==================== led_colour_sequencer
### Met2 routing, led_colour_sequencer

Drawn at 6 px/um.
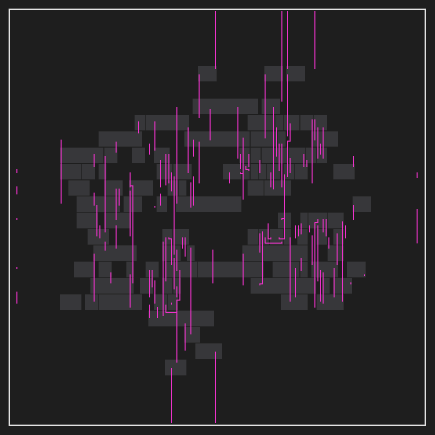
### Clock distribution, led_colour_sequencer

Drawn at 8 px/um.
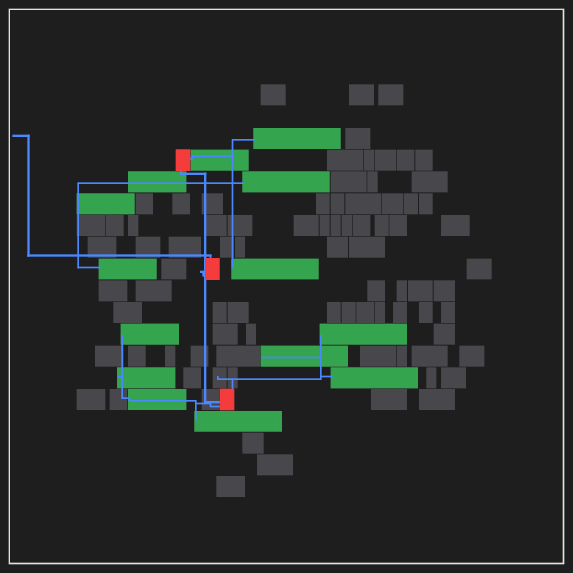
### Placed cells, one color a class, led_colour_sequencer

Drawn at 6 px/um. Fill, decap, tap and diode cells in gray.
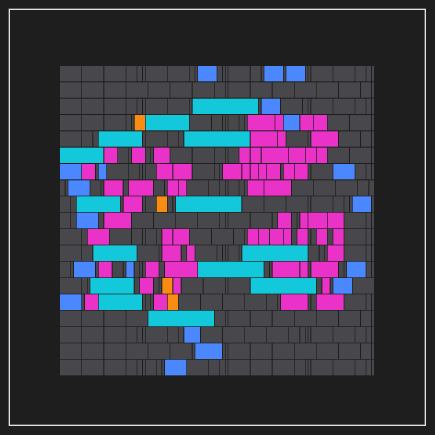
**config.mk**
```make
export PLATFORM = sky130hd
export DESIGN_NAME = led_colour_sequencer
export DESIGN_NICKNAME = d
export VERILOG_FILES = /design/src/rtl/led_colour_sequencer.sv
export SDC_FILE = /design/constraint.sdc
export NUM_CORES = 1
export LEC_CHECK = 0
export CORE_MARGIN = 8
export CORE_UTILIZATION = 30
export CTS_BUF_LIST = sky130_fd_sc_hd__clkbuf_2
export CTS_CLUSTER_SIZE = 40
export DETAILED_ROUTE_END_ITERATION = 8
export GPL_ROUTABILITY_DRIVEN = 0
export PLACE_DENSITY = 0.53
export RECOVER_POWER = 25
export SYNTH_ARGS = -nofsm -noshare
export SYNTH_HDL_FRONTEND = slang
export SYNTH_SLANG_ARGS = --single-unit
```
**constraint.sdc**
```tcl
create_clock -name clk -period 1.6 [get_ports clk]
set_input_delay 0.32 -clock clk [delete_from_list [all_inputs] [get_ports clk]]
set_output_delay 0.32 -clock clk [all_outputs]
set_load 0.02 [all_outputs]
```
**src/rtl/led_colour_sequencer.sv**
```systemverilog
// led_colour_sequencer: per-channel RGB code stepper driven by button edges or a prescaled tick.
// Optional button debounce filter enabled by defining DEBOUNCE_EN.
module led_colour_sequencer #(
    parameter int N_CH         = 2,
    parameter int COLOUR_W     = 3,
    parameter int PRESCALE     = 4,
    parameter int DEBOUNCE_CYC = 8
) (
    input  logic                       clk,
    input  logic                       rst,
    input  logic [N_CH-1:0]            button,
    input  logic [N_CH-1:0]            off,
    input  logic                       dir,
    input  logic                       auto_en,
    output logic [N_CH*COLOUR_W-1:0]   colour,
    output logic [N_CH-1:0]            on_off
);
    localparam int PW = $clog2(PRESCALE);
    localparam logic [COLOUR_W-1:0] MAX = COLOUR_W'((1 << COLOUR_W) - 2);
    localparam logic [COLOUR_W-1:0] ONE = COLOUR_W'(1);
    typedef enum logic {OFF, RUN} state_t;
    logic [N_CH-1:0]     btn_d1, rise;
    logic [PW-1:0]       pcnt;
    logic                tick;
    state_t              st  [N_CH];
    logic [COLOUR_W-1:0] col [N_CH];
    always_ff @(posedge clk)
        btn_d1 <= rst ? '0 : button;
`ifdef DEBOUNCE_EN
    localparam int DW = $clog2(DEBOUNCE_CYC + 1);
    logic [DW-1:0]   dcnt [N_CH];
    logic [N_CH-1:0] stable, stable_q;
    // stable flips only after btn_d1 has disagreed with it for DEBOUNCE_CYC edges in a row
    always_ff @(posedge clk) begin
        if (rst) begin
            stable   <= '0;
            stable_q <= '0;
            for (int c = 0; c < N_CH; c++) dcnt[c] <= '0;
        end else begin
            stable_q <= stable;
            for (int c = 0; c < N_CH; c++) begin
                if (btn_d1[c] == stable[c]) dcnt[c] <= '0;
                else if (dcnt[c] == DW'(DEBOUNCE_CYC - 1)) begin
                    stable[c] <= ~stable[c];
                    dcnt[c]   <= '0;
                end else dcnt[c] <= dcnt[c] + 1'b1;
            end
        end
    end
    assign rise = stable & ~stable_q;
`else
    logic [N_CH-1:0] btn_d2;
    always_ff @(posedge clk)
        btn_d2 <= rst ? '0 : btn_d1;
    assign rise = btn_d1 & ~btn_d2;
`endif
    assign tick = auto_en && pcnt == PW'(PRESCALE - 1);
    always_ff @(posedge clk)
        pcnt <= (rst || !auto_en || tick) ? '0 : pcnt + 1'b1;
    always_ff @(posedge clk) begin
        for (int c = 0; c < N_CH; c++) begin
            if (rst || off[c]) begin
                st[c]  <= OFF;
                col[c] <= '0;
            end else if (st[c] == OFF && rise[c]) begin
                st[c]  <= RUN;
                col[c] <= ONE;
            end else if (st[c] == RUN && (rise[c] || tick))
                col[c] <= dir ? (col[c] == MAX ? ONE : col[c] + 1'b1)
                              : (col[c] == ONE ? MAX : col[c] - 1'b1);
        end
    end
    genvar i;
    generate
        for (i = 0; i < N_CH; i++) begin : g_out
            assign colour[i*COLOUR_W +: COLOUR_W] = col[i];
            assign on_off[i] = st[i] == RUN;
        end
    endgenerate
endmodule

```
==> results.sh <==
# flow metrics
export IMPL_most_flops_register="col"
export IMPL_setup_slack_ns=0.135
export IMPL_initial_core_util_pct=31.2
export IMPL_yosys_area_top_type_share_pct=24.9
export IMPL_timing_critical_path_depth=5
export IMPL_async_reset_ff_share_pct=0
export IMPL_postSynthNetCount=99
export IMPL_min_delay_path_class="reg2reg"
export IMPL_path_buffers=1
export IMPL_design_power_total_uw=716
export IMPL_post_synth_simple_gate_area_pct=22.0
export IMPL_setup_worst_path_start="col[1][0]$_SDFFCE_PN0P_"
export IMPL_rsz0062_at_grt="no"
export IMPL_area_growth_synth_to_final_pct=22.3
export IMPL_worstHoldPathCells=1
export IMPL_vdd_ir_drop_max_v=0.000488
export IMPL_cp_end_kind="register"
export IMPL_total_switching_power_uw=191
export IMPL_slew_violations=0
export IMPL_final_cell_count_no_fill=132
export IMPL_critPathTopFamily="flip-flops"
export IMPL_antenna_found_initial=0
export IMPL_mi_logic_area_um2=437
export IMPL_total_number_of_nets_in_the_final_design=119
export IMPL_crit_arrival_ns=1.51
export IMPL_h_tree_depth=1
export IMPL_r2r_end="col[1][0]$_SDFFCE_PN0P_"
export IMPL_root_buffer="sky130_fd_sc_hd__clkbuf_2"
export IMPL_slew_headroom_pct=79.3
export IMPL_drt_drc=0
export IMPL_height_of_the_die_um=69.1
export IMPL_seqPwrFrac_pct=57.1
export IMPL_floorplan_die_width_um=69.1
export IMPL_vias_per_cell=4.65
export IMPL_placement_cell_area_um2=1030
export IMPL_synth_cellmix_xorXnorShare_pct=0
export IMPL_power_combinational_fraction_pct=18.6
export IMPL_run_status="finished, final reports clean"
export IMPL_timing_final_setup_violations=0
export IMPL_fp_row_count=19
export IMPL_maximum_number_of_pins_on_one_net_before_global_route_repair=11
export IMPL_tritoncts_clock_tree="built"
export IMPL_log_warnings=32
export IMPL_yosys_cell_types_count=33
export IMPL_cell_count_in_the_yosys_report=82
export IMPL_cp_max_fo=6
export IMPL_total_leakage_power_uw=0.000458
export IMPL_most_common_cell="sky130_fd_sc_hd__nor2b_1"
export IMPL_detail_route_wl_per_cell_um=10.9
export IMPL_final_core_util_pct=38.2
export IMPL_rr_startpoint="col[1][0]$_SDFFCE_PN0P_"
export IMPL_io_pins=16
export IMPL_fp_dieArea_um2=4770
export IMPL_switching_portion_of_total_power_pct=26.7
export IMPL_timing_hold_violations_final=0
export IMPL_grt_pass1_wl_um=2570
export IMPL_clock_power_share_pct=24.3
export IMPL_ys_seq_elements=14
export IMPL_num_antenna_cells=0
export IMPL_path_clk_slew_ns=0.11
export IMPL_synthFlopType="sky130_fd_sc_hd__edfxtp_1"
export IMPL_cts_buffer_depth=2
export IMPL_finalWorstPathRequiredPeriod_ns=1.46
export IMPL_timing_hold_worst_endpoint="pcnt[0]$_SDFF_PP0_"
export IMPL_io_buffers=15
export IMPL_critical_path_slowest_cell="sky130_fd_sc_hd__edfxtp_1"
export IMPL_placement_setup_worst_slack_ns=0.0213
export IMPL_timing_max_cap_violations=0
About 'Met2 routing' of led_colour_sequencer:
main direction: vertical
wire length on this layer: 615 um

About 'Clock distribution' of led_colour_sequencer:
[green] flip-flops | count: 14
[red] cells driving clock nets | count: 3
[blue] clock wires | length: 193 um
routed clock nets: 4

About 'Placed cells, one color a class' of led_colour_sequencer:
[magenta] all other logic | cells: 64
[blue] other buffers and delay cells | cells: 19
[orange] clock drivers and dummy loads | cells: 4
[cyan] flip-flops | cells: 14

## metal layers
layer,track usage (%),vias to the layer above,share of wire (%)
met5,0,-,0
met4,4.78,0,3.0
met3,1.57,5,3.9
met2,9.43,13,43
met1,7.78,269,51
li1,-,327,-
## what timing repair did
action	4_1_cts	5_1_grt
setup buffers	0	0
resized	7	1
hold buffers	0	0
setup endpoints to repair	7	1
## cell type report
cell class              instances  area share (%)
multi-input cells              58            42.2
flip-flops and latches         14            33.9
repair buffers                 19            16.1
well taps                      31            3.75
inverters                       6            2.18
clock buffers                   4            1.93

==================== f2s_event_sink
### Placed cells, one color a class, f2s_event_sink

Drawn at 6 px/um. Fill, decap, tap and diode cells in gray.
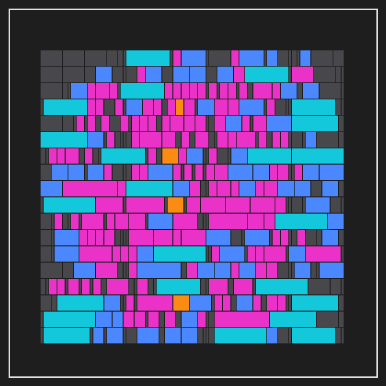
### Met2 routing, f2s_event_sink

Drawn at 6 px/um.
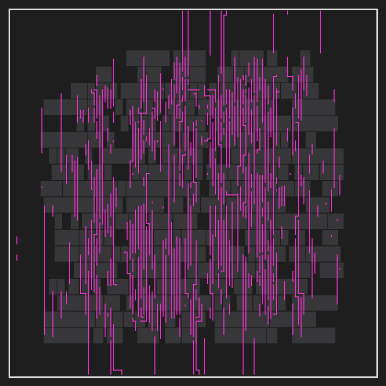
### Pin placement, f2s_event_sink

Drawn at 4 px/um. Pins as bars across the die edge, other pins in gray.
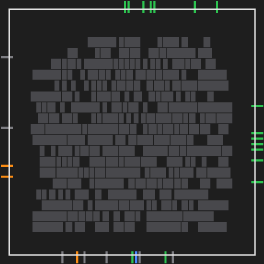
--- src/rtl/f2s_pkg.sv ---
// Shared types and defaults for the f2s slow-domain event sink.
package f2s_pkg;

  // Default widths for the total-event and pending counters.
  localparam int unsigned F2S_CNT_W  = 16;
  localparam int unsigned F2S_PEND_W = 3;

  // Width of the filter's consecutive-high sample counter (MIN_W up to 255).
  localparam int unsigned F2S_RUN_W  = 8;

  // Edge-filter state encoding.
  typedef logic [1:0] f2s_state_t;
  localparam f2s_state_t F2S_LOW  = 2'd0;
  localparam f2s_state_t F2S_ARM  = 2'd1;
  localparam f2s_state_t F2S_HIGH = 2'd2;

endpackage

--- src/rtl/f2s_edge_filter.sv ---
// Qualifies rising edges of bdat. acc is a single-cycle decision (combinational
// from state and bdat) that the top registers on the same edge.
// Build option: F2S_EVENT_SINK_FILTER_EN adds the ARM state and run_cnt so that
// MIN_W consecutive high samples are needed; otherwise every 0->1 is accepted.
module f2s_edge_filter
  import f2s_pkg::*;
#(
  parameter int unsigned MIN_W = 2
) (
  input  logic bclk,
  input  logic rst,
  input  logic bdat,
  output logic acc
);

  f2s_state_t state_q, state_d;

`ifdef F2S_EVENT_SINK_FILTER_EN
  localparam logic [F2S_RUN_W-1:0] MIN_CNT = F2S_RUN_W'(MIN_W);

  logic [F2S_RUN_W-1:0] run_cnt_q, run_cnt_d;
  logic [F2S_RUN_W-1:0] run_inc;

  // State and run counter registers.
  always_ff @(posedge bclk) begin
    if (rst) begin
      state_q   <= F2S_LOW;
      run_cnt_q <= '0;
    end else begin
      state_q   <= state_d;
      run_cnt_q <= run_cnt_d;
    end
  end

  // Next state, run count and accept decision.
  always_comb begin
    state_d   = state_q;
    run_cnt_d = run_cnt_q;
    acc       = 1'b0;
    run_inc   = run_cnt_q + F2S_RUN_W'(1);
    case (state_q)
      F2S_LOW: begin
        if (bdat) begin
          run_cnt_d = F2S_RUN_W'(1);
          if (MIN_CNT == F2S_RUN_W'(1)) begin
            acc     = 1'b1;
            state_d = F2S_HIGH;
          end else begin
            state_d = F2S_ARM;
          end
        end
      end
      F2S_ARM: begin
        if (!bdat) begin
          run_cnt_d = '0;
          state_d   = F2S_LOW;
        end else begin
          run_cnt_d = run_inc;
          if (run_inc == MIN_CNT) begin
            acc     = 1'b1;
            state_d = F2S_HIGH;
          end
        end
      end
      F2S_HIGH: begin
        if (!bdat) begin
          run_cnt_d = '0;
          state_d   = F2S_LOW;
        end
      end
      default: begin
        run_cnt_d = '0;
        state_d   = F2S_LOW;
      end
    endcase
  end
`else
  // Without the filter MIN_W only has to be legal; an illegal value disables accepts.
  localparam bit MIN_LEGAL = (MIN_W >= 1) && (MIN_W <= 255);

  // State register.
  always_ff @(posedge bclk) begin
    if (rst) state_q <= F2S_LOW;
    else     state_q <= state_d;
  end

  // Next state and accept decision: LOW/HIGH only.
  always_comb begin
    state_d = state_q;
    acc     = 1'b0;
    case (state_q)
      F2S_LOW: begin
        if (bdat) begin
          acc     = MIN_LEGAL;
          state_d = F2S_HIGH;
        end
      end
      F2S_HIGH: begin
        if (!bdat) state_d = F2S_LOW;
      end
      default: state_d = F2S_LOW;
    endcase
  end
`endif

endmodule

--- src/rtl/f2s_event_sink.sv ---
// Slow-domain event sink: counts qualified bdat rising edges, holds them in a
// saturating pending counter and hands them out over ev_req/ev_ack.
// Build option: F2S_EVENT_SINK_FILTER_EN enables the MIN_W glitch filter.
module f2s_event_sink
  import f2s_pkg::*;
#(
  parameter int unsigned CNT_W  = F2S_CNT_W,
  parameter int unsigned PEND_W = F2S_PEND_W,
  parameter int unsigned MIN_W  = 2
) (
  input  logic              bclk,
  input  logic              rst,
  input  logic              bdat,
  input  logic              ev_ack,
  input  logic              ovf_clr,
  output logic              ev_req,
  output logic              evt_pulse,
  output logic [CNT_W-1:0]  evt_total,
  output logic [PEND_W-1:0] pend_cnt,
  output logic              ovf
);

  localparam logic [PEND_W-1:0] PEND_FULL = '1;

  logic              acc;
  logic              consume;
  logic              pend_full;
  logic              evt_pulse_q, evt_pulse_d;
  logic              ev_req_q, ev_req_d;
  logic              ovf_q, ovf_d;
  logic [CNT_W-1:0]  evt_total_q, evt_total_d;
  logic [PEND_W-1:0] pend_cnt_q, pend_cnt_d;

  f2s_edge_filter #(
    .MIN_W (MIN_W)
  ) u_filter (
    .bclk (bclk),
    .rst  (rst),
    .bdat (bdat),
    .acc  (acc)
  );

  // Pending/total/overflow next state; accept and consume together cancel out.
  always_comb begin
    consume     = ev_req_q & ev_ack;
    pend_full   = (pend_cnt_q == PEND_FULL);
    evt_pulse_d = acc;
    evt_total_d = acc ? evt_total_q + CNT_W'(1) : evt_total_q;
    pend_cnt_d  = pend_cnt_q;
    ovf_d       = ovf_q & ~ovf_clr;
    if (acc && !consume) begin
      if (pend_full) ovf_d = 1'b1;
      else           pend_cnt_d = pend_cnt_q + PEND_W'(1);
    end else if (!acc && consume) begin
      pend_cnt_d = pend_cnt_q - PEND_W'(1);
    end
    ev_req_d = (pend_cnt_d != '0);
  end

  // Output registers.
  always_ff @(posedge bclk) begin
    if (rst) begin
      evt_pulse_q <= 1'b0;
      ev_req_q    <= 1'b0;
      ovf_q       <= 1'b0;
      evt_total_q <= '0;
      pend_cnt_q  <= '0;
    end else begin
      evt_pulse_q <= evt_pulse_d;
      ev_req_q    <= ev_req_d;
      ovf_q       <= ovf_d;
      evt_total_q <= evt_total_d;
      pend_cnt_q  <= pend_cnt_d;
    end
  end

  assign evt_pulse = evt_pulse_q;
  assign ev_req    = ev_req_q;
  assign ovf       = ovf_q;
  assign evt_total = evt_total_q;
  assign pend_cnt  = pend_cnt_q;

endmodule

--- config.mk ---
export PLATFORM = sky130hd
export DESIGN_NAME = f2s_event_sink
export DESIGN_NICKNAME = d
export VERILOG_FILES = /design/src/rtl/f2s_pkg.sv /design/src/rtl/f2s_edge_filter.sv /design/src/rtl/f2s_event_sink.sv
export SDC_FILE = /design/constraint.sdc
export NUM_CORES = 1
export LEC_CHECK = 0
export ABC_AREA = 1
export CAP_MARGIN = 25
export CORE_MARGIN = 5
export CORE_UTILIZATION = 44
export DETAILED_ROUTE_END_ITERATION = 6
export PLACE_DENSITY = 0.71
export SETUP_SLACK_MARGIN = 0.15
export SYNTH_ARGS = -nofsm -noshare
export SYNTH_HDL_FRONTEND = slang
export SYNTH_HIERARCHICAL = 1
export SYNTH_SLANG_ARGS = --single-unit
--- constraint.sdc ---
create_clock -name bclk -period 1.2 [get_ports bclk]
set_input_delay 0.18 -clock bclk [delete_from_list [all_inputs] [get_ports bclk]]
set_output_delay 0.18 -clock bclk [all_outputs]
set_load 0.02 [all_outputs]
==> results.sh <==
# flow metrics
export IMPL_seq_area_frac_synth_pct=40.1
export IMPL_synth_compound_area_share_pct=7.85
export IMPL_placement_setup_worst_slack_ns=-0.452
export IMPL_timing_final_setup_violations=18
export IMPL_critical_path_slowest_cell="sky130_fd_sc_hd__dfxtp_2"
export IMPL_gr_usage_met2_pct=29.9
export IMPL_crit_arrival_ns=1.62
export IMPL_path_cells="inv_2 > ha_4 > nand3_4 > nor2_4 > buf_4 > buf_6 > buf_6 > buf_6 > nor3_2"
export IMPL_setup_slack_ns=-0.203
export IMPL_lay_top_cells="sky130_fd_sc_hd__buf_4, sky130_fd_sc_hd__nand2_1, sky130_fd_sc_hd__inv_1"
export IMPL_drt_pass1_iter_count=4
export IMPL_run_status="finished with violations"
export IMPL_vdd_ir_drop_max_v=0.00149
export IMPL_detail_route_antenna_nets=0
export IMPL_failed_checks="setup timing"
export IMPL_netlist_top_cells_area="sky130_fd_sc_hd__dfxtp_1, sky130_fd_sc_hd__nand2_1, sky130_fd_sc_hd__inv_1, sky130_fd_sc_hd__nor2_1, sky130_fd_sc_hd__nand3_1"
Notes on 'Placed cells, one color a class' of f2s_event_sink above:
[orange] clock drivers and dummy loads | cells: 4
[cyan] flip-flops | cells: 23
[magenta] all other logic | cells: 146
[blue] other buffers and delay cells | cells: 65

Notes on 'Met2 routing' of f2s_event_sink above:
main direction: vertical
longest straight run: 26.3 um
nets with wire on the layer: 214

Notes on 'Pin placement' of f2s_event_sink above:
[orange] pend_cnt | pins: 3 | direction: output | edge: 2 west, 1 south
[blue] ovf_clr | pins: 1 | direction: input | edge: south
[green] evt_total | pins: 16 | direction: output | edge: 7 north, 7 east, 2 south
all pins by edge: 9 south, 7 north, 7 east, 4 west

-- repair_timing --
item / CTS / global route
pin swaps: 5 / 19
endpoints found under the hold margin: 0 / 0
setup buffers: 4 / 10
setup endpoints to repair: 42 / 40
resized: 107 / 63
-- flip-flops by register name, indices dropped and copies added, names as in the netlist --
name	flops
u_filter/state_q	1
evt_total	16
evt_pulse	1
pend_cnt	3
ev_req	1
ovf	1
-- final cells by class --
type,instances,area (um^2)
Clock buffer,4,26.3
Timing Repair Buffer,65,552
Tap cell,30,37.5
Multi-Input combinational cell,117,721
Fill cell,175,529
Inverter,29,116
Sequential cell,23,495

==================== ram_arbiter
$ cat config.mk
export PLATFORM = sky130hd
export DESIGN_NAME = ram_arbiter
export DESIGN_NICKNAME = d
export VERILOG_FILES = /design/src/rtl/ram_arb_pkg.sv /design/src/rtl/rr_picker.sv /design/src/rtl/ram_arbiter.sv
export SDC_FILE = /design/constraint.sdc
export NUM_CORES = 1
export LEC_CHECK = 0
export CAP_MARGIN = 20
export CORE_AREA = 2 2 104 106
export CTS_CLUSTER_DIAMETER = 200
export CTS_CLUSTER_SIZE = 14
export DETAILED_ROUTE_END_ITERATION = 12
export DIE_AREA = 0 0 106 108
export GPL_ROUTABILITY_DRIVEN = 0
export PLACE_DENSITY_LB_ADDON = 0.3
export SLEW_MARGIN = 40
export SYNTH_ARGS = -nofsm -noshare
export SYNTH_HDL_FRONTEND = slang
export SYNTH_SLANG_ARGS = --single-unit
$ cat constraint.sdc
create_clock -name CLK -period 2 [get_ports CLK]
set_input_delay 0.6 -clock CLK [delete_from_list [all_inputs] [get_ports CLK]]
set_output_delay 0.6 -clock CLK [all_outputs]
set_load 0.01 [all_outputs]
$ cat src/rtl/ram_arb_pkg.sv
// Shared types and width helpers for the round-robin RAM arbiter.
// Widths are derived from the requester count and the burst cap.
package ram_arb_pkg;

  typedef enum logic {
    ARB_IDLE  = 1'b0,
    ARB_GRANT = 1'b1
  } arb_state_t;

  // Owner/pointer width; a lone requester still needs one bit.
  function automatic int idx_width(input int n);
    return (n > 1) ? $clog2(n) : 1;
  endfunction

  // The burst counter must be able to hold MAX_BURST itself.
  function automatic int cnt_width(input int max_burst);
    return $clog2(max_burst + 1);
  endfunction

endpackage

$ cat src/rtl/rr_picker.sv
// Combinational round-robin pick: first set request at or after ptr,
// wrapping modulo N. Kept separate so other arbiters can reuse it.
module rr_picker
  import ram_arb_pkg::*;
#(
  parameter int N     = 2,
  parameter int IDX_W = idx_width(N)
) (
  input  logic [N-1:0]     req,
  input  logic [IDX_W-1:0] ptr,
  output logic             valid,
  output logic [IDX_W-1:0] idx
);

  int cand;

  // Scan from the farthest offset down so the nearest request wins.
  always_comb begin
    valid = 1'b0;
    idx   = '0;
    cand  = 0;
    for (int off = N - 1; off >= 0; off--) begin
      cand = int'(ptr) + off;
      if (cand >= N) begin
        cand = cand - N;
      end
      if (req[cand]) begin
        valid = 1'b1;
        idx   = IDX_W'(cand);
      end
    end
  end

endmodule

$ cat src/rtl/ram_arbiter.sv
// Round-robin arbiter in front of a single-port RAM with locked bursts
// capped at MAX_BURST accesses per grant.
module ram_arbiter
  import ram_arb_pkg::*;
#(
  parameter int NUM_REQ   = 2,
  parameter int WIDTH     = 32,
  parameter int MAX_BURST = 16
) (
  input  logic                     CLK,
  input  logic                     RST,
  input  logic [NUM_REQ-1:0]       REQ,
  input  logic [NUM_REQ-1:0]       LOCK,
  input  logic [NUM_REQ-1:0]       WE_IN,
  input  logic [NUM_REQ*WIDTH-1:0] ADDRESS_IN,
  input  logic [NUM_REQ*WIDTH-1:0] WD_IN,
  output logic [NUM_REQ-1:0]       GNT,
  output logic [NUM_REQ-1:0]       RVALID,
  output logic [WIDTH-1:0]         RD_OUT,
  output logic                     RAM_WE,
  output logic [WIDTH-1:0]         RAM_ADDRESS,
  output logic [WIDTH-1:0]         RAM_WD,
  input  logic [WIDTH-1:0]         RAM_RD
);

  localparam int IDX_W = idx_width(NUM_REQ);
  localparam int CNT_W = cnt_width(MAX_BURST);
  localparam logic [IDX_W-1:0] LAST_IDX = IDX_W'(NUM_REQ - 1);
  localparam logic [CNT_W-1:0] LAST_CNT = CNT_W'(MAX_BURST - 1);

  arb_state_t       state;
  logic [IDX_W-1:0] owner;
  logic [IDX_W-1:0] ptr;
  logic [CNT_W-1:0] cnt;
  logic             pick_valid;
  logic [IDX_W-1:0] pick_idx;
  logic             access;

  rr_picker #(
    .N     (NUM_REQ),
    .IDX_W (IDX_W)
  ) u_picker (
    .req   (REQ),
    .ptr   (ptr),
    .valid (pick_valid),
    .idx   (pick_idx)
  );

  // Reset gates the access so a burst interrupted by RST never writes.
  assign access = (state == ARB_GRANT) && REQ[owner] && !RST;
  assign RD_OUT = RAM_RD;

  always_comb begin
    RAM_WE      = 1'b0;
    RAM_ADDRESS = '0;
    RAM_WD      = '0;
    RVALID      = '0;
    if (access) begin
      RAM_WE        = WE_IN[owner];
      RAM_ADDRESS   = ADDRESS_IN[int'(owner)*WIDTH +: WIDTH];
      RAM_WD        = WD_IN[int'(owner)*WIDTH +: WIDTH];
      RVALID[owner] = ~WE_IN[owner];
    end
  end

  // cnt holds accesses already done in this grant, so LAST_CNT marks the
  // access that reaches the cap.
  always_ff @(posedge CLK) begin
    if (RST) begin
      state <= ARB_IDLE;
      GNT   <= '0;
      owner <= '0;
      ptr   <= '0;
      cnt   <= '0;
    end else begin
      case (state)
        ARB_IDLE: begin
          if (pick_valid) begin
            owner <= pick_idx;
            GNT   <= NUM_REQ'(1) << pick_idx;
            state <= ARB_GRANT;
          end else begin
            GNT <= '0;
          end
        end
        ARB_GRANT: begin
          if (!REQ[owner] || !LOCK[owner] || (cnt == LAST_CNT)) begin
            state <= ARB_IDLE;
            GNT   <= '0;
            cnt   <= '0;
            ptr   <= (owner == LAST_IDX) ? '0 : owner + 1'b1;
          end else begin
            cnt <= cnt + 1'b1;
          end
        end
        default: begin
          state <= ARB_IDLE;
          GNT   <= '0;
        end
      endcase
    end
  end

endmodule

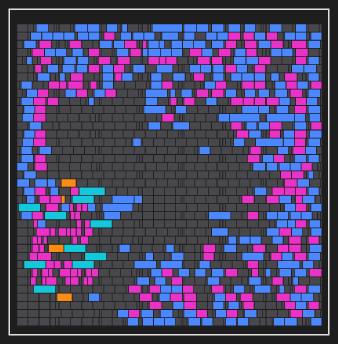
*Placed cells, one color a class, ram_arbiter*
Drawn at 3 px/um. Fill, decap, tap and diode cells in gray.
[blue] other buffers and delay cells | cells: 247
[magenta] all other logic | cells: 180
[orange] clock drivers and dummy loads | cells: 4
[cyan] flip-flops | cells: 10

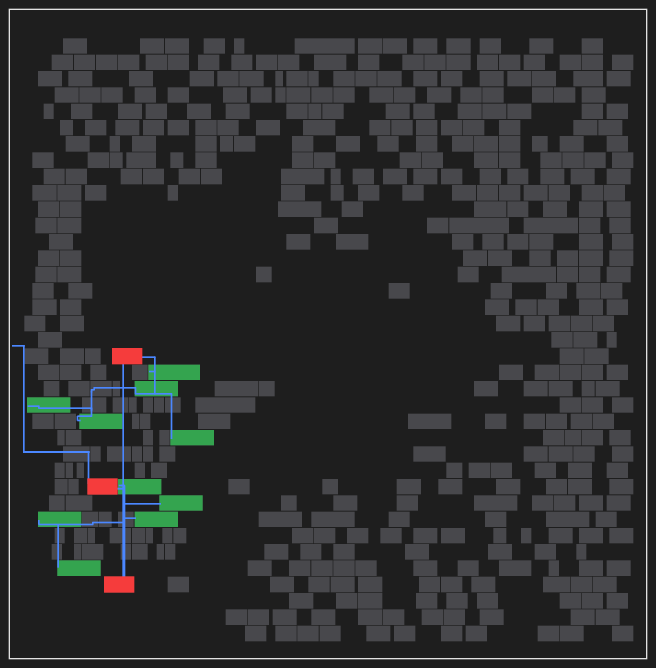
*Clock distribution, ram_arbiter*
Drawn at 6 px/um.
[red] cells driving clock nets | count: 3
[green] flip-flops | count: 10
[blue] clock wires | length: 179 um
routed clock nets: 4

==> results.sh <==
# flow metrics
export IMPL_final_cell_count_no_fill=577
export IMPL_height_of_the_die_um=108
export IMPL_mi_logic_area_um2=1660
export IMPL_met1_usage_pct=16.7
export IMPL_maximum_number_of_pins_on_one_net_before_global_route_repair=26
export IMPL_floorplan_die_width_um=106
export IMPL_worstHoldPathCells=2
export IMPL_global_route_met3_usage_pct=2.05
export IMPL_total_leakage_power_uw=0.00179
export IMPL_clock_power_share_pct=17.2
export IMPL_dr_wl_met3_um=612
export IMPL_floorplan_tapcells=136
export IMPL_lay_top_cells="sky130_fd_sc_hd__clkdlybuf4s50_1, sky130_fd_sc_hd__buf_6, sky130_fd_sc_hd__mux2i_1"
export IMPL_fin_crit_sh_pct=121
export IMPL_floorplan_core_area_um2=10200
export IMPL_min_delay_path_class="reg2reg"
export IMPL_placedCellCount=547
export IMPL_run_status="finished with violations"
export IMPL_netlist_top_cells_area="sky130_fd_sc_hd__mux2i_1, sky130_fd_sc_hd__buf_4, sky130_fd_sc_hd__nor2_1, sky130_fd_sc_hd__dfxtp_1, sky130_fd_sc_hd__clkbuf_1"
export IMPL_initial_core_util_pct=17.2
export IMPL_fillers=979
export IMPL_comb_area_share_pct=34.8
export IMPL_timing_hold_violations_final=0
export IMPL_failed_checks="setup timing"
export IMPL_ys_top_cells_by_count="sky130_fd_sc_hd__mux2i_1, sky130_fd_sc_hd__nor2_1, sky130_fd_sc_hd__buf_4, sky130_fd_sc_hd__clkbuf_1, sky130_fd_sc_hd__dfxtp_1"
export IMPL_post_synth_edffs=0
export IMPL_gr_usage_met2_pct=26.2
export IMPL_seq_area_frac_synth_pct=11.4
export IMPL_critical_path_slowest_cell="sky130_fd_sc_hd__or3_4"
export IMPL_post_cts_repair_setup_buffers=14
export IMPL_power_in_sequential_cells_uw=216
export IMPL_grt_pass1_wl_um=12900
export IMPL_timing_final_setup_violations=67
export IMPL_layout_comb_gates_multi_input=176
export IMPL_wirelength_met1_um=3410
export IMPL_setup_slack_ns=-0.413
export IMPL_seqPwrFrac_pct=16.5
export IMPL_num_antenna_cells=0
export IMPL_synth_compound_area_share_pct=7.40
export IMPL_placement_cell_area_um2=4080
export IMPL_worst_hold_slack_ns=0.475
export IMPL_post_syn_instances=243
export IMPL_global_route_peak_usage_layer="met2"
export IMPL_root_buffer="sky130_fd_sc_hd__clkbuf_8"
export IMPL_detail_route_antenna_nets=0
export IMPL_grt_pass1_vias=2378
export IMPL_switching_portion_of_total_power_pct=33.3
export IMPL_crit_end="RVALID[0]"
export IMPL_place_hpwl_um=6670
export IMPL_cell_count_in_the_yosys_report=243
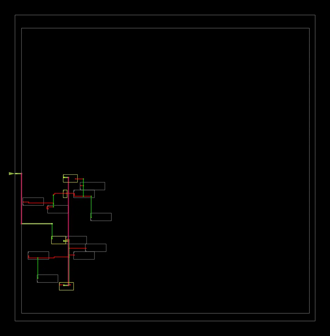
*Clock wiring as the flow saved it, ram_arbiter*
clock distribution power: 224 uW
FF+latch count: 10
insertion delay at the late pin of the worst-skew pair: 0.24 ns
tally of clock buffers in the finished layout: 4
clk sinks: 10

-- worst min-delay path by stage --
stage | startpoint | to
after global routing | cnt[4]$_SDFFE_PP0P_ | cnt[4]$_SDFFE_PP0P_
after floorplan | cnt[4]$_SDFFE_PP0P_ | cnt[4]$_SDFFE_PP0P_
final | cnt[4]$_SDFFE_PP0P_ | cnt[4]$_SDFFE_PP0P_
after CTS | cnt[4]$_SDFFE_PP0P_ | cnt[4]$_SDFFE_PP0P_
after detailed placement | cnt[4]$_SDFFE_PP0P_ | cnt[4]$_SDFFE_PP0P_
after global placement | cnt[4]$_SDFFE_PP0P_ | cnt[4]$_SDFFE_PP0P_

==================== mem_dma
[config.mk]
export PLATFORM = sky130hd
export DESIGN_NAME = mem_dma
export DESIGN_NICKNAME = d
export VERILOG_FILES = /design/src/rtl/mem_dma_pkg.sv /design/src/rtl/mem_dma_addr_gen.sv /design/src/rtl/mem_dma.sv
export SDC_FILE = /design/constraint.sdc
export NUM_CORES = 1
export LEC_CHECK = 0
export ABC_AREA = 1
export CAP_MARGIN = 5
export CELL_PAD_IN_SITES_DETAIL_PLACEMENT = 1
export CELL_PAD_IN_SITES_GLOBAL_PLACEMENT = 1
export CORE_MARGIN = 2
export CORE_UTILIZATION = 35
export CTS_BUF_LIST = sky130_fd_sc_hd__clkbuf_8
export CTS_CLUSTER_SIZE = 8
export DETAILED_ROUTE_END_ITERATION = 8
export GPL_TIMING_DRIVEN = 0
export HOLD_SLACK_MARGIN = 0.15
export MAX_ROUTING_LAYER = met4
export PLACE_DENSITY_LB_ADDON = 0.1
export SYNTH_ARGS = -nofsm -noshare
export SYNTH_HDL_FRONTEND = slang
export SYNTH_SLANG_ARGS = --single-unit
export TNS_END_PERCENT = 100
[constraint.sdc]
create_clock -name clk -period 2.4 [get_ports clk]
set_input_delay 0.48 -clock clk [delete_from_list [all_inputs] [get_ports clk]]
set_output_delay 0.48 -clock clk [all_outputs]
set_load 0.01 [all_outputs]
[src/rtl/mem_dma_pkg.sv]
// State encodings and word/address width defaults for the mem_dma copy engine,
// shared with the memory model that sits on the same data-memory port.
package mem_dma_pkg;

    localparam int WORD_LEN_DEF = 16;
    localparam int ADDR_LEN_DEF = 16;
    localparam int LEN_LEN_DEF  = 16;

    localparam logic [1:0] S_IDLE  = 2'd0;
    localparam logic [1:0] S_READ  = 2'd1;
    localparam logic [1:0] S_WRITE = 2'd2;
    localparam logic [1:0] S_DONE  = 2'd3;

    // The engine owns the memory port only while it is reading or writing.
    function automatic logic is_busy_state(input logic [1:0] st);
        return (st == S_READ) || (st == S_WRITE);
    endfunction

endpackage

[src/rtl/mem_dma_addr_gen.sv]
// Pointer/count generator for mem_dma: source and destination pointers that wrap
// modulo 2^p_ADDR_LEN, the words_done counter and the terminal-count flag.
module mem_dma_addr_gen #(
    parameter int p_ADDR_LEN = 16,
    parameter int p_LEN_LEN  = 16
) (
    input  logic                  clk,
    input  logic                  rst,
    input  logic                  load,
    input  logic                  step,
    input  logic [p_ADDR_LEN-1:0] src_in,
    input  logic [p_ADDR_LEN-1:0] dst_in,
    input  logic [p_LEN_LEN-1:0]  len_in,
    output logic [p_ADDR_LEN-1:0] src,
    output logic [p_ADDR_LEN-1:0] dst,
    output logic [p_LEN_LEN-1:0]  words_done,
    output logic                  last
);

    logic [p_ADDR_LEN-1:0] src_q, src_d;
    logic [p_ADDR_LEN-1:0] dst_q, dst_d;
    logic [p_LEN_LEN-1:0]  len_q, len_d;
    logic [p_LEN_LEN-1:0]  cnt_q, cnt_d;

    // NOTE: every next-state variable gets a default first, so no path can infer a latch.
    always_comb begin
        src_d = src_q;
        dst_d = dst_q;
        len_d = len_q;
        cnt_d = cnt_q;
        if (load) begin
            src_d = src_in;
            dst_d = dst_in;
            len_d = len_in;
            cnt_d = '0;
        end else if (step) begin
            // Truncating add gives the all-ones -> zero wrap directly.
            src_d = src_q + p_ADDR_LEN'(1);
            dst_d = dst_q + p_ADDR_LEN'(1);
            cnt_d = cnt_q + p_LEN_LEN'(1);
        end
    end

    // NOTE: state updates use non-blocking assignments; reset is sampled only at posedge.
    always_ff @(posedge clk) begin
        if (!rst) begin
            src_q <= '0;
            dst_q <= '0;
            len_q <= '0;
            cnt_q <= '0;
        end else begin
            src_q <= src_d;
            dst_q <= dst_d;
            len_q <= len_d;
            cnt_q <= cnt_d;
        end
    end

    assign src        = src_q;
    assign dst        = dst_q;
    assign words_done = cnt_q;
    assign last       = (cnt_q + p_LEN_LEN'(1)) == len_q;

endmodule

[src/rtl/mem_dma.sv]
// Bus-master block copy engine on the data-memory port (READ/WRITE, 2 cycles/word).
// Optional MEM_DMA_FILL_EN adds a fill mode that writes a constant at 1 cycle/word.
module mem_dma
    import mem_dma_pkg::*;
#(
    parameter int p_WORD_LEN = WORD_LEN_DEF,
    parameter int p_ADDR_LEN = ADDR_LEN_DEF,
    parameter int p_LEN_LEN  = LEN_LEN_DEF
) (
    input  logic                  clk,
    input  logic                  rst,
    input  logic                  start,
    input  logic [p_ADDR_LEN-1:0] src_addr,
    input  logic [p_ADDR_LEN-1:0] dst_addr,
    input  logic [p_LEN_LEN-1:0]  length,
`ifdef MEM_DMA_FILL_EN
    input  logic                  fill_mode,
    input  logic [p_WORD_LEN-1:0] fill_value,
`endif
    output logic                  busy,
    output logic                  done,
    output logic [p_LEN_LEN-1:0]  words_done,
    output logic [p_ADDR_LEN-1:0] mem_address,
    output logic [p_WORD_LEN-1:0] mem_dataIn,
    output logic                  mem_writeEn,
    input  logic [p_WORD_LEN-1:0] mem_dataOut
);

    logic [1:0]            state_q, state_d;
    logic [p_WORD_LEN-1:0] data_q, data_d;
    logic                  load;
    logic                  step;
    logic                  last;
    logic [p_ADDR_LEN-1:0] src;
    logic [p_ADDR_LEN-1:0] dst;
    logic [1:0]            after_write;

`ifdef MEM_DMA_FILL_EN
    logic fill_mode_q, fill_mode_d;
`endif

    mem_dma_addr_gen #(
        .p_ADDR_LEN (p_ADDR_LEN),
        .p_LEN_LEN  (p_LEN_LEN)
    ) u_addr_gen (
        .clk        (clk),
        .rst        (rst),
        .load       (load),
        .step       (step),
        .src_in     (src_addr),
        .dst_in     (dst_addr),
        .len_in     (length),
        .src        (src),
        .dst        (dst),
        .words_done (words_done),
        .last       (last)
    );

    // Fill mode loops WRITE->WRITE; copy mode goes back to READ for the next word.
`ifdef MEM_DMA_FILL_EN
    assign after_write = fill_mode_q ? S_WRITE : S_READ;
`else
    assign after_write = S_READ;
`endif

    always_comb begin
        state_d = state_q;
        data_d  = data_q;
        load    = 1'b0;
        step    = 1'b0;
`ifdef MEM_DMA_FILL_EN
        fill_mode_d = fill_mode_q;
`endif
        case (state_q)
            S_IDLE: begin
                if (start) begin
                    load = 1'b1;
`ifdef MEM_DMA_FILL_EN
                    fill_mode_d = fill_mode;
                    if (length == '0) begin
                        state_d = S_DONE;
                    end else if (fill_mode) begin
                        data_d  = fill_value;
                        state_d = S_WRITE;
                    end else begin
                        state_d = S_READ;
                    end
`else
                    state_d = (length == '0) ? S_DONE : S_READ;
`endif
                end
            end
            S_READ: begin
                data_d  = mem_dataOut;
                state_d = S_WRITE;
            end
            S_WRITE: begin
                step    = 1'b1;
                state_d = last ? S_DONE : after_write;
            end
            S_DONE: begin
                state_d = S_IDLE;
            end
            default: begin
                state_d = S_IDLE;
            end
        endcase
    end

    always_ff @(posedge clk) begin
        if (!rst) begin
            state_q <= S_IDLE;
            data_q  <= '0;
`ifdef MEM_DMA_FILL_EN
            fill_mode_q <= 1'b0;
`endif
        end else begin
            state_q <= state_d;
            data_q  <= data_d;
`ifdef MEM_DMA_FILL_EN
            fill_mode_q <= fill_mode_d;
`endif
        end
    end

    // Port drive is decoded from registered state only; idle port rests at zero.
    always_comb begin
        mem_address = '0;
        mem_dataIn  = '0;
        mem_writeEn = 1'b0;
        case (state_q)
            S_READ: begin
                mem_address = src;
            end
            S_WRITE: begin
                mem_address = dst;
                mem_dataIn  = data_q;
                mem_writeEn = 1'b1;
            end
            default: begin
                mem_address = '0;
            end
        endcase
    end

    assign busy = is_busy_state(state_q);
    assign done = (state_q == S_DONE);

endmodule

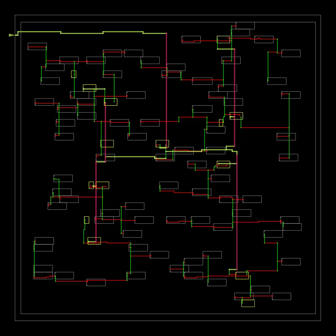
*Clock wiring as the flow saved it, mem_dma*
tally of clock buffers in the finished layout: 11
insertion delay at the late pin of the worst-skew pair: 0.39 ns

==> results.sh <==
# flow metrics
export IMPL_most_common_cell="sky130_fd_sc_hd__nand2_1"
export IMPL_place_hpwl_um=13500
export IMPL_timing_hold_worst_endpoint="u_addr_gen.len_q[5]$_SDFFE_PN0P_"
export IMPL_floorplan_tapcells=176
export IMPL_hold_fix_buffers_at_cts=0
export IMPL_drive_above_1_share_pct=7.20
export IMPL_setup_worst_path_start="state_q[0]$_SDFFE_PN0P_"
export IMPL_start_kind="register"
export IMPL_via_count=5286
export IMPL_maximum_number_of_pins_on_one_net_before_global_route_repair=13
export IMPL_run_status="finished, final reports clean"
export IMPL_pwr_group_combinational_uw=1260
export IMPL_wl_final_um=17200
export IMPL_worst_ep_required_time_ns=1.92
export IMPL_netlist_top_cells_area="sky130_fd_sc_hd__dfxtp_1, sky130_fd_sc_hd__nand2_1, sky130_fd_sc_hd__o21ai_0, sky130_fd_sc_hd__nor2_1, sky130_fd_sc_hd__a21oi_1"
export IMPL_clock_power_share_pct=24.3
export IMPL_comb_area_share_pct=41.9
export IMPL_postLayoutCellArea_um2=6340
export IMPL_timing_worst_setup_path_type="reg2out"
export IMPL_final_core_util_pct=48.1
export IMPL_floorplan_core_area_um2=13200
export IMPL_track_usage_pct=24.9
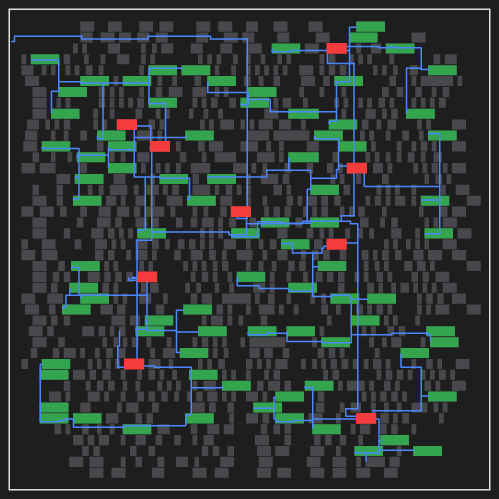
*Clock distribution, mem_dma*
Drawn at 4 px/um.
[green] flip-flops | count: 82
[red] cells driving clock nets | count: 9
[blue] clock wires | length: 1300 um
flops lie: all over the die

[registers in the layout, indices dropped and copies added (netlist names)]
signal	cells
u_addr_gen.src	16
u_addr_gen.len_q	16
u_addr_gen.dst	16
u_addr_gen.words_done	16
state_q	2
data_q	16
[logic make-up after synthesis]
logic type | Yosys count | share of synthesized area (%)
compound gates | 158 | 18.2
simple gates | 336 | 30.0
flops | 82 | 35.0
fa+ha+maj | 8 | 2.13
xor+xnor | 26 | 5.15
buf+inv | 118 | 9.55
[repair_timing]
action	in CTS	in global routing
gates resized	92	20
pin swaps	0	2
setup endpoints to repair	41	35
setup buffers	1	0

==================== aes_stream_arbiter
### Pin placement, aes_stream_arbiter

Drawn at 1.5 px/um. Pins as bars across the die edge, other pins in gray.
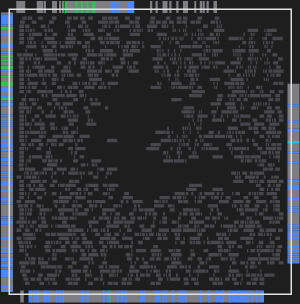
### src/rtl/aes_stream_pkg.sv
// Shared types and constants for the AES input stream arbiter: AXI-Stream widths,
// arbiter state encoding and source identifiers.
package aes_stream_pkg;

  localparam int AXIS_DATA_W = 128;
  localparam int AXIS_KEEP_W = 16;
  localparam int SRC_ID_W    = 1;

  typedef enum logic {
    ST_IDLE  = 1'b0,
    ST_GRANT = 1'b1
  } arb_state_e;

  typedef logic [SRC_ID_W-1:0] src_id_t;

  localparam src_id_t SRC_IMG = 1'b0;
  localparam src_id_t SRC_AUX = 1'b1;

  // One output beat as held by the output register.
  typedef struct packed {
    logic [AXIS_DATA_W-1:0] data;
    logic [AXIS_KEEP_W-1:0] keep;
    logic                   last;
    src_id_t                id;
  } axis_beat_t;

endpackage

### src/rtl/axis_reg_slice.sv
// Single-entry output register for the arbitrated stream; reports when it can take
// a new beat in the same cycle (empty, or current beat leaving).
module axis_reg_slice
  import aes_stream_pkg::*;
(
  input  logic       clk,
  input  logic       rst,
  input  logic       load,
  input  axis_beat_t load_beat,
  output logic       free,
  output logic       valid,
  output axis_beat_t beat,
  input  logic       ready
);

  // NOTE: sequential state uses non-blocking assignments so every register samples
  // pre-edge values regardless of process ordering.
  always_ff @(posedge clk) begin
    if (rst) begin
      valid <= 1'b0;
      beat  <= '0;
    end else if (load) begin
      valid <= 1'b1;
      beat  <= load_beat;
    end else if (ready) begin
      valid <= 1'b0;
    end
  end

  assign free = !valid || ready;

endmodule

### src/rtl/aes_stream_arbiter.sv
// Packet-granular round-robin arbiter feeding the AES encryptor from two 128-bit
// AXI-Stream sources, with per-source packet counters and an overrun watchdog.
module aes_stream_arbiter
  import aes_stream_pkg::*;
#(
  parameter int MAX_BEATS = 768,
  parameter int BEAT_W    = 10,
  parameter int CNT_W     = 16
) (
  input  logic                   clk,
  input  logic                   rst,
  input  logic                   enable,

  input  logic [AXIS_DATA_W-1:0] s0_axis_tdata,
  input  logic [AXIS_KEEP_W-1:0] s0_axis_tkeep,
  input  logic                   s0_axis_tlast,
  input  logic                   s0_axis_tvalid,
  output logic                   s0_axis_tready,

  input  logic [AXIS_DATA_W-1:0] s1_axis_tdata,
  input  logic [AXIS_KEEP_W-1:0] s1_axis_tkeep,
  input  logic                   s1_axis_tlast,
  input  logic                   s1_axis_tvalid,
  output logic                   s1_axis_tready,

  output logic [AXIS_DATA_W-1:0] m_axis_tdata,
  output logic [AXIS_KEEP_W-1:0] m_axis_tkeep,
  output logic                   m_axis_tlast,
  output logic [SRC_ID_W-1:0]    m_axis_tid,
  output logic                   m_axis_tvalid,
  input  logic                   m_axis_tready,

  output logic                   busy,
  output logic [CNT_W-1:0]       pkt_cnt0,
  output logic [CNT_W-1:0]       pkt_cnt1,
  output logic                   err_overrun
);

  arb_state_e        state, state_nxt;
  src_id_t           grant, grant_nxt;
  src_id_t           rr_last, rr_last_nxt;
  logic [BEAT_W-1:0] beat_cnt;

  logic       out_free;
  logic       out_valid;
  axis_beat_t out_beat;
  axis_beat_t in_beat;

  logic sel_valid;
  logic sel_last;
  logic accept;
  logic beat_limit;
  logic pkt_end;
  logic forced_end;

  // NOTE: every signal driven here gets a default first, so no path leaves it
  // unassigned and no latch is inferred.
  always_comb begin
    state_nxt   = state;
    grant_nxt   = grant;
    rr_last_nxt = rr_last;

    sel_valid  = (grant == SRC_AUX) ? s1_axis_tvalid : s0_axis_tvalid;
    sel_last   = (grant == SRC_AUX) ? s1_axis_tlast  : s0_axis_tlast;
    accept     = (state == ST_GRANT) && sel_valid && out_free;
    // The beat that would bring the packet to MAX_BEATS closes it regardless of tlast.
    beat_limit = (beat_cnt == BEAT_W'(MAX_BEATS - 1));
    pkt_end    = accept && (sel_last || beat_limit);
    forced_end = accept && !sel_last && beat_limit;

    in_beat.data = (grant == SRC_AUX) ? s1_axis_tdata : s0_axis_tdata;
    in_beat.keep = (grant == SRC_AUX) ? s1_axis_tkeep : s0_axis_tkeep;
    in_beat.last = sel_last || beat_limit;
    in_beat.id   = grant;

    unique case (state)
      ST_IDLE: begin
        if (enable && (s0_axis_tvalid || s1_axis_tvalid)) begin
          state_nxt = ST_GRANT;
          if (s0_axis_tvalid && !s1_axis_tvalid)      grant_nxt = SRC_IMG;
          else if (s1_axis_tvalid && !s0_axis_tvalid) grant_nxt = SRC_AUX;
          else                                        grant_nxt = ~rr_last;
        end
      end
      ST_GRANT: begin
        if (pkt_end) begin
          state_nxt   = ST_IDLE;
          rr_last_nxt = grant;
        end
      end
      default: state_nxt = ST_IDLE;
    endcase
  end

  always_ff @(posedge clk) begin
    if (rst) begin
      state       <= ST_IDLE;
      grant       <= SRC_IMG;
      rr_last     <= SRC_AUX;
      beat_cnt    <= '0;
      pkt_cnt0    <= '0;
      pkt_cnt1    <= '0;
      err_overrun <= 1'b0;
    end else begin
      state   <= state_nxt;
      grant   <= grant_nxt;
      rr_last <= rr_last_nxt;

      if (state == ST_IDLE)  beat_cnt <= '0;
      else if (accept)       beat_cnt <= beat_cnt + BEAT_W'(1);

      if (pkt_end && grant == SRC_IMG) pkt_cnt0 <= pkt_cnt0 + CNT_W'(1);
      if (pkt_end && grant == SRC_AUX) pkt_cnt1 <= pkt_cnt1 + CNT_W'(1);

      if (forced_end) err_overrun <= 1'b1;
    end
  end

  assign s0_axis_tready = (state == ST_GRANT) && (grant == SRC_IMG) && out_free;
  assign s1_axis_tready = (state == ST_GRANT) && (grant == SRC_AUX) && out_free;
  assign busy           = (state == ST_GRANT);

  axis_reg_slice u_out_reg (
    .clk       (clk),
    .rst       (rst),
    .load      (accept),
    .load_beat (in_beat),
    .free      (out_free),
    .valid     (out_valid),
    .beat      (out_beat),
    .ready     (m_axis_tready)
  );

  assign m_axis_tvalid = out_valid;
  assign m_axis_tdata  = out_beat.data;
  assign m_axis_tkeep  = out_beat.keep;
  assign m_axis_tlast  = out_beat.last;
  assign m_axis_tid    = out_beat.id;

endmodule

### config.mk
export PLATFORM = sky130hd
export DESIGN_NAME = aes_stream_arbiter
export DESIGN_NICKNAME = d
export VERILOG_FILES = /design/src/rtl/aes_stream_pkg.sv /design/src/rtl/axis_reg_slice.sv /design/src/rtl/aes_stream_arbiter.sv
export SDC_FILE = /design/constraint.sdc
export NUM_CORES = 1
export LEC_CHECK = 0
export ABC_AREA = 1
export CAP_MARGIN = 10
export CORE_AREA = 4 4 183 185
export CTS_CLUSTER_SIZE = 16
export DETAILED_ROUTE_END_ITERATION = 7
export DIE_AREA = 0 0 187 189
export GPL_ROUTABILITY_DRIVEN = 1
export PLACE_DENSITY_LB_ADDON = 0.12
export SLEW_MARGIN = 10
export SYNTH_ARGS = -nofsm -noshare
export SYNTH_HDL_FRONTEND = slang
export SYNTH_SLANG_ARGS = --single-unit
### constraint.sdc
create_clock -name clk -period 3.4 [get_ports clk]
set_input_delay 0.34 -clock clk [delete_from_list [all_inputs] [get_ports clk]]
set_output_delay 0.34 -clock clk [all_outputs]
set_load 0.05 [all_outputs]
==> results.sh <==
# flow metrics
export IMPL_mean_area_per_synthesized_cell_um2=7.16
export IMPL_run_status="finished, final reports clean"
export IMPL_finalWorstPathRequiredPeriod_ns=2.69
export IMPL_floorplan_tapcells=408
export IMPL_clock_skew_ns=0.0118
export IMPL_post_synth_edffs=0
export IMPL_path_buffers=2
export IMPL_dr_wl_met3_um=3160
export IMPL_ys_top_cells_by_count="sky130_fd_sc_hd__nand2_1, sky130_fd_sc_hd__dfxtp_1, sky130_fd_sc_hd__a31oi_1, sky130_fd_sc_hd__o21ai_0, sky130_fd_sc_hd__clkbuf_1"
export IMPL_most_flops_register="u_out_reg.beat"
export IMPL_total_leakage_power_uw=0.00525
export IMPL_critical_path_slowest_cell="sky130_fd_sc_hd__clkdlybuf4s50_1"
export IMPL_cts_buffer_depth=2
export IMPL_topRoutingLayerUsed="met5"
export IMPL_start_kind="register"
export IMPL_worst_hold_slack_ns=0.448
export IMPL_grt_pass1_vias=9409
export IMPL_worst_skew_pair_late_latency_ns=0.46
export IMPL_track_usage_pct=20.2
export IMPL_place_hpwl_um=26600
export IMPL_path_cells="inv_4 > nor3_1 > clkdlybuf4s50_1"
export IMPL_detail_route_antenna_nets=0
export IMPL_floorplan_die_width_um=187
export IMPL_fmax_mhz=371
export IMPL_seq_area_share_pct=27.0
export IMPL_netlist_top_cells_area="sky130_fd_sc_hd__dfxtp_1, sky130_fd_sc_hd__nand2_1, sky130_fd_sc_hd__a31oi_1, sky130_fd_sc_hd__o21ai_0, sky130_fd_sc_hd__a21oi_1"
export IMPL_worstHoldPathCells=3
export IMPL_cts_buffer_count=17
export IMPL_pwr_density_cell_nw_per_um2=424
export IMPL_worst_path_largest_cell_delay_ns=0.86
export IMPL_hold_start="s0_axis_tdata[15]"
export IMPL_global_route_met3_usage_pct=8.57
export IMPL_post_cts_repair_setup_buffers=0
export IMPL_yosys_stat_chipArea_um2=8710
export IMPL_final_signal_inverter_count=37
export IMPL_wirelength_met1_um=15100
export IMPL_n_all_buffers=487
export IMPL_timing_critical_path_depth=3
export IMPL_num_antenna_cells=7
export IMPL_worst_ep_required_time_ns=3.06
export IMPL_h_tree_depth=4
export IMPL_tritoncts_clock_tree="built"
export IMPL_crit_end="s1_axis_tready"
export IMPL_netlist_logic_family_top="simple AND/OR/NAND/NOR gates"
export IMPL_min_delay_path_class="in2reg"
export IMPL_clock_power_share_pct=35.0
export IMPL_height_of_the_die_um=189
export IMPL_setup_worst_path_start="grant$_SDFFE_PP0P_"
export IMPL_slew_violations=0
export IMPL_area_growth_synth_to_final_pct=64.3
export IMPL_drive_above_1_share_pct=3.65
export IMPL_antenna_found_initial=8
export IMPL_cell_kind_with_the_greatest_summed_area="buffers"
export IMPL_drt_drc=0
export IMPL_post_synth_design_cell_area_um2=8710
## Picture notes: 'Pin placement' of aes_stream_arbiter
[cyan] m_axis_tlast | pins: 1 | direction: output | edge: east
[blue] m_axis_tdata | pins: 128 | direction: output | edge: 51 south, 49 west, 20 east, 8 north
[green] s0_axis_tkeep | pins: 16 | direction: input | edge: 9 west, 6 north, 1 south
all pins by edge: 172 south, 137 west, 88 east, 82 north

## per-stage QoR
| step | std cells | util, % | setup WS [ns] | total power [uW] |
|---|---|---|---|---|
| after floorplan | 1216 | - | 1.06 | 3290 |
| after global placement | 2020 | 42.7 | 0.950 | 3990 |
| after detailed placement | 2020 | 42.7 | 0.939 | 4000 |
| after CTS | 2052 | 44.6 | 0.628 | 6140 |
| after global routing | 2058 | 44.7 | 0.564 | 6320 |
| final | 2059 | 44.7 | 0.707 | 6060 |
## tightest hold or removal path: cells and delay by family
family | cells | cell delay [ns]
compound gates | 1 | 0.07
buf+inv | 1 | 0.39
simple gates | 1 | 0.06


==> layout pictures side by side <==
Pin placement.
panel A
Drawn at 2 px/um. Pins as bars across the die edge, other pins in gray.
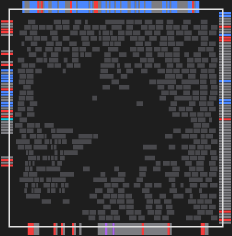
panel B
Drawn at 2 px/um. Pins as bars across the die edge, other pins in gray.
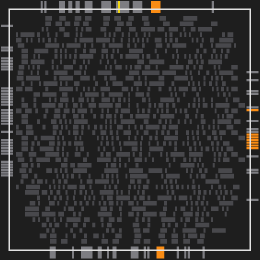
panel C
Drawn at 4 px/um. Pins as bars across the die edge, other pins in gray.
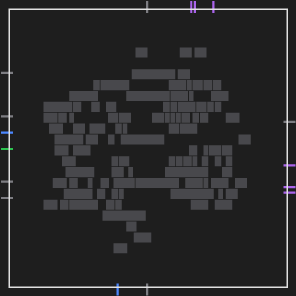
- largest die: panel B
- smallest die: panel C
Panel C comes from led_colour_sequencer.
Panel B comes from mem_dma.
Panel A comes from ram_arbiter.

Key to panel C:
[blue] off | pins: 2 | direction: input | edge: 1 south, 1 west
[purple] colour | pins: 6 | direction: output | edge: 3 east, 3 north
[green] auto_en | pins: 1 | direction: input | edge: west


## Gallery

Clock wiring as the flow saved it.
picture 1
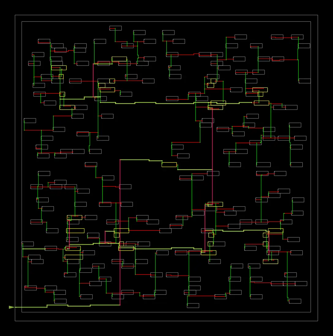
picture 2
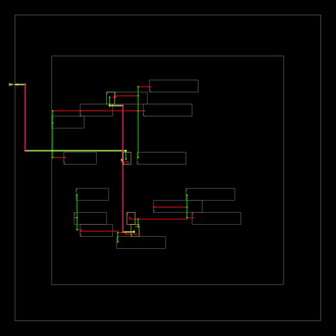
picture 3
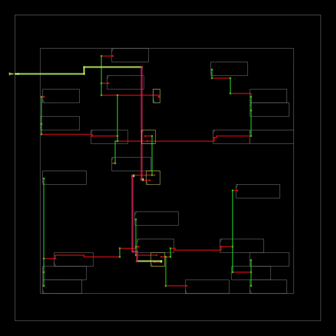
aes_stream_arbiter is picture 1.
f2s_event_sink is picture 3.
led_colour_sequencer is picture 2.
The one with the most sequential cells is picture 1.

Power figures rest on the tool's default switching activity, not on a simulated workload.
